==================== design 1
--- config.mk ---
export PLATFORM = sky130hd
export DESIGN_NAME = stream_serializer_flat
export DESIGN_NICKNAME = d
export VERILOG_FILES = /design/src/rtl/stream_serializer_if.sv /design/src/rtl/stream_serializer.sv /design/src/flat_wrapper.sv
export SDC_FILE = /design/constraint.sdc
export NUM_CORES = 1
export LEC_CHECK = 0
export ABC_AREA = 1
export CAP_MARGIN = 20
export CORE_UTILIZATION = 47
export DETAILED_ROUTE_END_ITERATION = 16
export GPL_TIMING_DRIVEN = 0
export PLACE_DENSITY_LB_ADDON = 0.08
export RECOVER_POWER = 25
export REMOVE_ABC_BUFFERS = 1
export SLEW_MARGIN = 20
export SYNTH_ARGS = -nofsm -noshare
export SYNTH_HDL_FRONTEND = slang
export SYNTH_SLANG_ARGS = --single-unit
--- constraint.sdc ---
create_clock -name clk -period 3.65 [get_ports clk]
set_input_delay 0.365 -clock clk [delete_from_list [all_inputs] [get_ports clk]]
set_output_delay 0.365 -clock clk [all_outputs]
set_load 0.02 [all_outputs]
--- src/rtl/stream_serializer_if.sv ---
// stream_serializer_if: valid/ready stream bundle used on both sides of the serializer.
// The slave side carries no TLAST because input words are not framed.
interface stream_serializer_if #(parameter int W = 8);
    logic [W-1:0] tdata;
    logic         tvalid;
    logic         tready;
    logic         tlast;
    modport master (output tdata, tvalid, tlast, input tready);
    modport slave  (input tdata, tvalid, output tready);
endinterface

--- src/rtl/stream_serializer.sv ---
// stream_serializer: splits DATA_WIDTH input words into DATA_WIDTH/OUT_WIDTH output chunks.
// Define STREAM_SERIALIZER_LSB_FIRST_EN for LSB-first chunk order (default MSB-first).
module stream_serializer #(
    parameter int DATA_WIDTH = 32,
    parameter int OUT_WIDTH  = 8
) (
    input  logic clk,
    input  logic aresetn,
    stream_serializer_if.slave  s_axis,
    stream_serializer_if.master m_axis
);
    localparam int RATIO = DATA_WIDTH / OUT_WIDTH;
    localparam int CW = (RATIO > 1) ? $clog2(RATIO) : 1;
    localparam logic [CW-1:0] LAST_IDX = CW'(RATIO - 1);

    typedef enum logic {EMPTY, BUSY} state_t;

    state_t                state_q, state_nx;
    logic [DATA_WIDTH-1:0] word_q, word_nx, word_adv;
    logic [CW-1:0]         cnt_q, cnt_nx;
    logic                  last, in_xfer, out_xfer;

    assign last           = cnt_q == LAST_IDX;
    assign s_axis.tready  = state_q == EMPTY || (last && m_axis.tready);
    assign m_axis.tvalid  = state_q == BUSY;
    assign m_axis.tlast   = state_q == BUSY && last;
    assign in_xfer        = s_axis.tvalid && s_axis.tready;
    assign out_xfer       = m_axis.tvalid && m_axis.tready;

    // The presented chunk always sits at a fixed end of the word register
`ifdef STREAM_SERIALIZER_LSB_FIRST_EN
    assign word_adv       = word_q >> OUT_WIDTH;
    assign m_axis.tdata   = word_q[OUT_WIDTH-1:0];
`else
    assign word_adv       = word_q << OUT_WIDTH;
    assign m_axis.tdata   = word_q[DATA_WIDTH-1 -: OUT_WIDTH];
`endif

    always_ff @(posedge clk or negedge aresetn) begin
        if (!aresetn) begin
            state_q <= EMPTY;
            word_q  <= '0;
            cnt_q   <= '0;
        end else begin
            state_q <= state_nx;
            word_q  <= word_nx;
            cnt_q   <= cnt_nx;
        end
    end

    // An input transfer while BUSY implies the final chunk leaves in the same cycle
    always_comb begin
        state_nx = state_q;
        word_nx  = word_q;
        cnt_nx   = cnt_q;
        if (in_xfer) begin
            state_nx = BUSY;
            word_nx  = s_axis.tdata;
            cnt_nx   = '0;
        end else if (out_xfer) begin
            state_nx = last ? EMPTY : BUSY;
            word_nx  = last ? word_q : word_adv;
            cnt_nx   = last ? cnt_q : cnt_q + CW'(1);
        end
    end

    hold_stable: assert property (@(posedge clk) disable iff (!aresetn)
        m_axis.tvalid && !m_axis.tready |=> m_axis.tvalid && $stable(m_axis.tdata) && $stable(m_axis.tlast));

    busy_not_ready: assert property (@(posedge clk) disable iff (!aresetn)
        m_axis.tvalid && !m_axis.tlast |-> !s_axis.tready);
endmodule

--- src/flat_wrapper.sv ---
// flat-port wrapper written by rule: the top's interface ports become plain ports
module stream_serializer_flat 
#(
    parameter int DATA_WIDTH = 32,
    parameter int OUT_WIDTH  = 8
)
  (clk, aresetn, s_axis_tdata, s_axis_tvalid, s_axis_tready, m_axis_tdata, m_axis_tvalid, m_axis_tlast, m_axis_tready);
  stream_serializer_if #(.W(32)) s_axis_i ();
  stream_serializer_if #(.W(8)) m_axis_i ();
  input  logic clk;
  input  logic aresetn;
  input wire logic [$bits(s_axis_i.tdata)-1:0] s_axis_tdata;
  input wire logic [$bits(s_axis_i.tvalid)-1:0] s_axis_tvalid;
  output wire logic [$bits(s_axis_i.tready)-1:0] s_axis_tready;
  output wire logic [$bits(m_axis_i.tdata)-1:0] m_axis_tdata;
  output wire logic [$bits(m_axis_i.tvalid)-1:0] m_axis_tvalid;
  output wire logic [$bits(m_axis_i.tlast)-1:0] m_axis_tlast;
  input wire logic [$bits(m_axis_i.tready)-1:0] m_axis_tready;
  assign s_axis_i.tdata = s_axis_tdata;
  assign s_axis_i.tvalid = s_axis_tvalid;
  assign s_axis_tready = s_axis_i.tready;
  assign m_axis_tdata = m_axis_i.tdata;
  assign m_axis_tvalid = m_axis_i.tvalid;
  assign m_axis_tlast = m_axis_i.tlast;
  assign m_axis_i.tready = m_axis_tready;
  stream_serializer #(.DATA_WIDTH(DATA_WIDTH), .OUT_WIDTH(OUT_WIDTH)) u_core (.clk(clk), .aresetn(aresetn), .s_axis(s_axis_i), .m_axis(m_axis_i));
endmodule
==================== design 2
<file path="config.mk">
export PLATFORM = sky130hd
export DESIGN_NAME = jtag_tap_ctrl
export DESIGN_NICKNAME = d
export VERILOG_FILES = /design/src/rtl/jtag_tap_ctrl.sv
export SDC_FILE = /design/constraint.sdc
export NUM_CORES = 1
export LEC_CHECK = 0
export CAP_MARGIN = 20
export CORE_MARGIN = 3
export CORE_UTILIZATION = 45
export DETAILED_ROUTE_END_ITERATION = 10
export GPL_TIMING_DRIVEN = 1
export PLACE_DENSITY = 0.62
export SLEW_MARGIN = 30
export SYNTH_ARGS = -nofsm -noshare
export SYNTH_HDL_FRONTEND = slang
export SYNTH_SLANG_ARGS = --single-unit
</file>
<file path="constraint.sdc">
create_clock -name internal_clk -period 4.95 [get_ports internal_clk]
set_clock_uncertainty 0.2 [all_clocks]
set_input_delay 0.7425 -clock internal_clk [delete_from_list [all_inputs] [get_ports internal_clk]]
set_output_delay 0.7425 -clock internal_clk [all_outputs]
set_load 0.02 [all_outputs]
</file>
<file path="src/rtl/jtag_tap_ctrl.sv">
`default_nettype none
// ============================================================================
// Module   : jtag_tap_ctrl
// Brief    : 1149.1-style TAP controller clocked by internal_clk, advanced by tck_rise.
// Revision : 1.0 - initial release
// ============================================================================
module jtag_tap_ctrl #(
    parameter int                      IR_WIDTH     = 4,
    parameter int                      DR_WIDTH     = 8,
    parameter logic [31:0]             IDCODE       = 32'h0000_0001,
    parameter logic [IR_WIDTH-1:0]     INSTR_IDCODE = 4'h1,
    parameter logic [IR_WIDTH-1:0]     INSTR_USER   = 4'h2
) (
    input  logic                internal_clk,
    input  logic                reset,
    input  logic                tck_rise,
    input  logic                tms,
    input  logic                tdi,
    output logic                tdo,
    output logic                tdo_oe,
    output logic [3:0]          tap_state,
    output logic [IR_WIDTH-1:0] ir_out,
    input  logic [DR_WIDTH-1:0] user_dr_in,
    output logic [DR_WIDTH-1:0] user_dr_out,
    output logic                user_update
);

    localparam logic [3:0] TLR    = 4'h0;
    localparam logic [3:0] RTI    = 4'h1;
    localparam logic [3:0] SEL_DR = 4'h2;
    localparam logic [3:0] CAP_DR = 4'h3;
    localparam logic [3:0] SH_DR  = 4'h4;
    localparam logic [3:0] EX1_DR = 4'h5;
    localparam logic [3:0] PA_DR  = 4'h6;
    localparam logic [3:0] EX2_DR = 4'h7;
    localparam logic [3:0] UPD_DR = 4'h8;
    localparam logic [3:0] SEL_IR = 4'h9;
    localparam logic [3:0] CAP_IR = 4'hA;
    localparam logic [3:0] SH_IR  = 4'hB;
    localparam logic [3:0] EX1_IR = 4'hC;
    localparam logic [3:0] PA_IR  = 4'hD;
    localparam logic [3:0] EX2_IR = 4'hE;
    localparam logic [3:0] UPD_IR = 4'hF;

    localparam logic [IR_WIDTH-1:0] IR_CAPTURE = {{(IR_WIDTH-1){1'b0}}, 1'b1};

    logic [3:0]          state;
    logic [3:0]          next_state;
    logic [IR_WIDTH-1:0] ir_shift;
    logic [31:0]         idcode_shift;
    logic [DR_WIDTH-1:0] user_shift;
    logic                bypass;

    assign tap_state = state;
    assign tdo_oe    = (state == SH_DR) || (state == SH_IR);

    always_comb begin
        next_state = state;
        case (state)
            TLR:     next_state = tms ? TLR    : RTI;
            RTI:     next_state = tms ? SEL_DR : RTI;
            SEL_DR:  next_state = tms ? SEL_IR : CAP_DR;
            CAP_DR:  next_state = tms ? EX1_DR : SH_DR;
            SH_DR:   next_state = tms ? EX1_DR : SH_DR;
            EX1_DR:  next_state = tms ? UPD_DR : PA_DR;
            PA_DR:   next_state = tms ? EX2_DR : PA_DR;
            EX2_DR:  next_state = tms ? UPD_DR : SH_DR;
            UPD_DR:  next_state = tms ? SEL_DR : RTI;
            SEL_IR:  next_state = tms ? TLR    : CAP_IR;
            CAP_IR:  next_state = tms ? EX1_IR : SH_IR;
            SH_IR:   next_state = tms ? EX1_IR : SH_IR;
            EX1_IR:  next_state = tms ? UPD_IR : PA_IR;
            PA_IR:   next_state = tms ? EX2_IR : PA_IR;
            EX2_IR:  next_state = tms ? UPD_IR : SH_IR;
            UPD_IR:  next_state = tms ? SEL_DR : RTI;
            default: next_state = TLR;
        endcase
    end

    always_ff @(posedge internal_clk) begin
        if (reset) begin
            state        <= TLR;
            ir_out       <= INSTR_IDCODE;
            ir_shift     <= '0;
            idcode_shift <= '0;
            user_shift   <= '0;
            bypass       <= 1'b0;
            tdo          <= 1'b0;
            user_dr_out  <= '0;
            user_update  <= 1'b0;
        end else begin
            user_update <= 1'b0;
            if (state == TLR) begin
                ir_out <= INSTR_IDCODE;
            end
            if (tck_rise) begin
                state <= next_state;
                // Actions belong to the state being left; tdo takes the pre-shift LSB.
                case (state)
                    CAP_IR: ir_shift <= IR_CAPTURE;
                    SH_IR: begin
                        tdo      <= ir_shift[0];
                        ir_shift <= {tdi, ir_shift[IR_WIDTH-1:1]};
                    end
                    CAP_DR: begin
                        if (ir_out == INSTR_IDCODE) begin
                            idcode_shift <= IDCODE;
                        end else if (ir_out == INSTR_USER) begin
                            user_shift <= user_dr_in;
                        end else begin
                            bypass <= 1'b0;
                        end
                    end
                    SH_DR: begin
                        if (ir_out == INSTR_IDCODE) begin
                            tdo          <= idcode_shift[0];
                            idcode_shift <= {tdi, idcode_shift[31:1]};
                        end else if (ir_out == INSTR_USER) begin
                            tdo        <= user_shift[0];
                            user_shift <= (DR_WIDTH > 1) ? {tdi, user_shift[DR_WIDTH-1:1]}
                                                          : {DR_WIDTH{tdi}};
                        end else begin
                            tdo    <= bypass;
                            bypass <= tdi;
                        end
                    end
                    default: ;
                endcase
                if (next_state == UPD_IR) begin
                    ir_out <= ir_shift;
                end
                if ((next_state == UPD_DR) && (ir_out == INSTR_USER)) begin
                    user_dr_out <= user_shift;
                    user_update <= 1'b1;
                end
            end
        end
    end

endmodule
`default_nettype wire

</file>

==> layout pictures side by side <==
Port wiring.
Plate I
Drawn at 3 px/um.
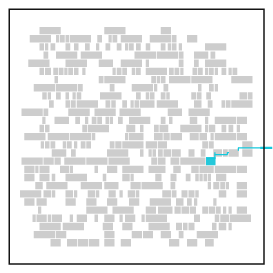
Plate II
Drawn at 4 px/um.
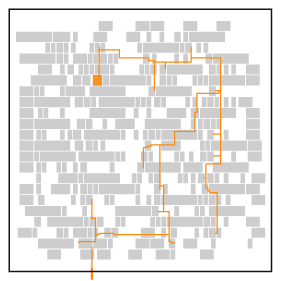
design 1 -> Plate II
design 2 -> Plate I
The one with the largest die is Plate I.
The one with the most cells is Plate I.

**Design 2: cell outlines without signal wires**

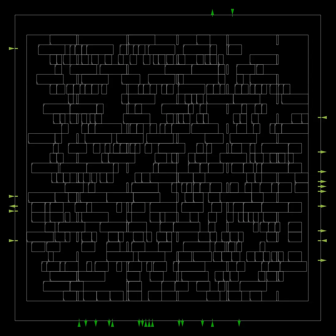
flop count: 63
Tapcells: 72
final core utilization: 55.31%
fillcell total: 551
core area: 0.005709 mm2

==> results.toml, design 2 <==
# synthesis and place-and-route metrics
[drt]
drcViolationCount = 0

[floorplan]
num_rows = 27

[synth]
ys_ff = 63
ff_type = "dfxtp_1"
ys_sh_mux_pct = 6.199
compound_area_share_pct = 16.02

[clock_tree]
cts_sinks = 63

[layout]
seq_area_share_pct = 39.94
clk_share_pct = 4.992

[critical_path]
critPathTopFamily = "buffers and inverters"
cp_slowest_cell = "dfxtp_1"
end_kind = "output port"

[grt]
grt_max_degree = 64

[sta]
post-route-period-util_pct = 71.96

[status]
status = "finished clean"
==> design 2: layer usage <==
metal / vias up / part of all wire (%) / wire [um]
li1: 1166 / - / -
met1: 1018 / 49 / 2679
met2: 28 / 46 / 2533
met3: 9 / 3.8 / 207
met4: 0 / 1.3 / 70
met5: - / 0 / 0
==> design 2: stage by stage <==
stage / hold WS (ns) / setup slack [ns]
after floorplan: 0.2321 / 2.777
after global placement: 0.2386 / 1.727
after detailed placement: 0.2446 / 1.777
after CTS: 0.2550 / 1.380
after global routing: 0.2713 / 1.233
final: 0.2515 / 1.388
==> design 2: worst max-delay path by stage <==
stage	from	end	slack, ns	cells after the start
4_1_cts	tap_state[2]$_SDFFE_PP0P_	tdo_oe	1.38	4
5_1_grt	tap_state[2]$_SDFFE_PP0P_	tdo_oe	1.23	4
3_5_place_dp	tap_state[2]$_SDFFE_PP0P_	tdo_oe	1.78	4
6_report	tap_state[2]$_SDFFE_PP0P_	tdo_oe	1.39	4
2_1_floorplan	tap_state[2]$_SDFFE_PP0P_	tdo_oe	2.78	3
3_3_place_gp	tck_rise	idcode_shift[31]$_SDFFE_PP0P_	1.73	6
**Design 1: metal layers overlaid**

Drawn at 8 px/um. Only two layers are drawn.
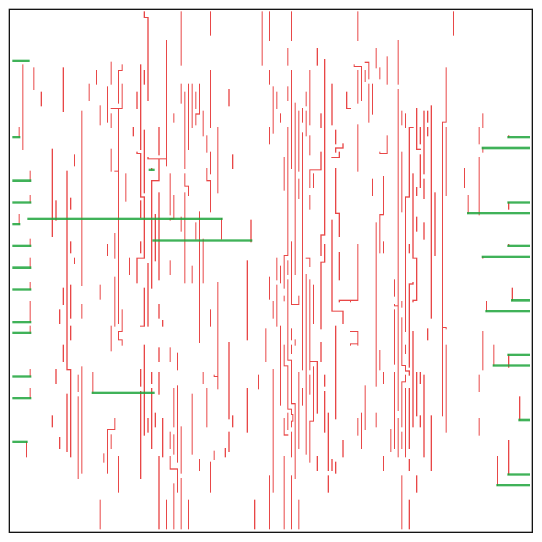
Red marks metal 2, wire length 1680 um. Green marks metal 3, wire length 116 um.

==> results.toml, design 1 <==
# synthesis and place-and-route metrics
[status]
status = "finished clean"

[sta]
fin_worst_skew_ns = 0.003690
tightest_slew_ns = 1.382
rsz0062_at_grt = "no"

[synth]
ys_ff = 35
ys_warn_count = 0
yosysSeqAreaShare_pct = 46.67

[place]
numPortBuffers = 46
post-place-ws_ns = 0.4948

[drt]
route.top_layer_used = "met4"

[critical_path]
cp-startpoint = "s_axis_tvalid"
r2r-start = "u_core.cnt_q[0]$_DFFE_PN0P_"

[run]
maxCapViolations = 0

[floorplan]
die_h_um = 65.19
initCoreUtil_pct = 50.13

[power]
power_leader = "sequential cells"
intPower_uw = 950.6
combPwrFrac_pct = 39.7

[clock_tree]
cts_hold_buf = 1
cts_sinks = 35
cts_buffers = 5

[hold_path]
holdCritStartpoint = "u_core.word_q[29]$_DFFE_PN0P_"

[layout]
fillers = 357
## design 1: Yosys cell counts
library cell	number
ha_1	1
nor2_2	1
nand4_1	5
nand2_2	3
buf_6	2
nand3_1	45
buf_4	12
inv_1	48
o21ai_0	5
nand2_1	93
buf_2	8
dfrtp_1	35
## design 1: per-stage QoR
step / instance area (um2) / hold WS [ns] / cells / power [uW]
2_1_floorplan: 1724 / 0.06941 / 236 / 986.0
3_3_place_gp: 2245 / 0.4620 / 330 / 1195
3_5_place_dp: 2260 / 0.2343 / 331 / 1212
4_1_cts: 2370 / 0.4676 / 340 / 1518
5_1_grt: 2357 / 0.4927 / 340 / 1641
6_report: 2357 / 0.4775 / 340 / 1503
## design 1: sequential cells by signal, summed over array words and instances, names as in the netlist
| register | cells |
|---|---|
| u_core.m_axis.tvalid | 1 |
| u_core.word_q | 32 |
| u_core.cnt_q | 2 |
## design 1: final cells by class
class	instances	area (um2)	share of cell area (%)
repair buffers	48	467.9	19.85
well taps	48	60.06	2.548
clock buffers	8	100.1	4.246
multi-input cells	153	673.1	28.56
flip-flops and latches	35	875.8	37.16
inverters	48	180.2	7.643


==> screenshots <==
Pin placement.
picture 1
Drawn at 8 px/um. Pins as bars across the die edge, other pins in grey.
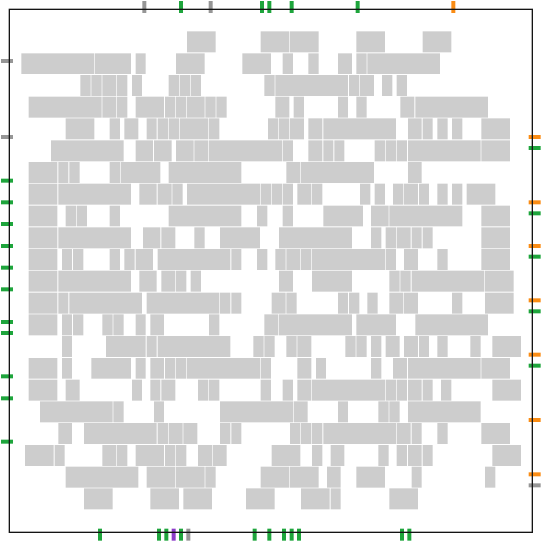
picture 2
Drawn at 6 px/um. Pins as bars across the die edge, other pins in grey.
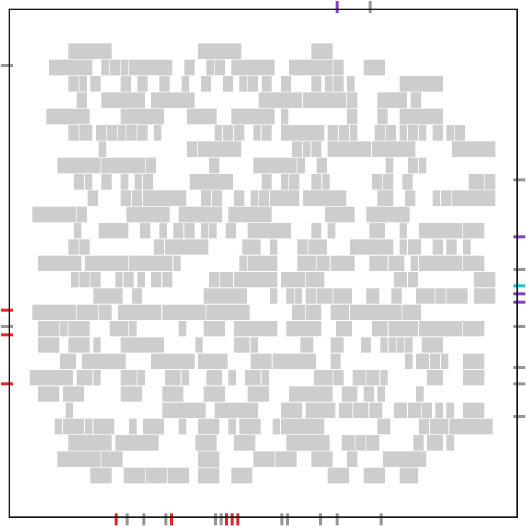
| from | picture |
|---|---|
| design 2 | picture 2 |
| design 1 | picture 1 |

Key to picture 2:
Red marks user_dr_in, pins 8, direction input, edge 5 south, 3 west. Cyan marks tdo_oe, pins 1, direction output, edge east. Purple marks ir_out, pins 4, direction output, edge 3 east, 1 north.
All pins by edge: 15 south, 10 east, 5 west, 2 north.

Power is estimated from default activity; no workload was simulated.
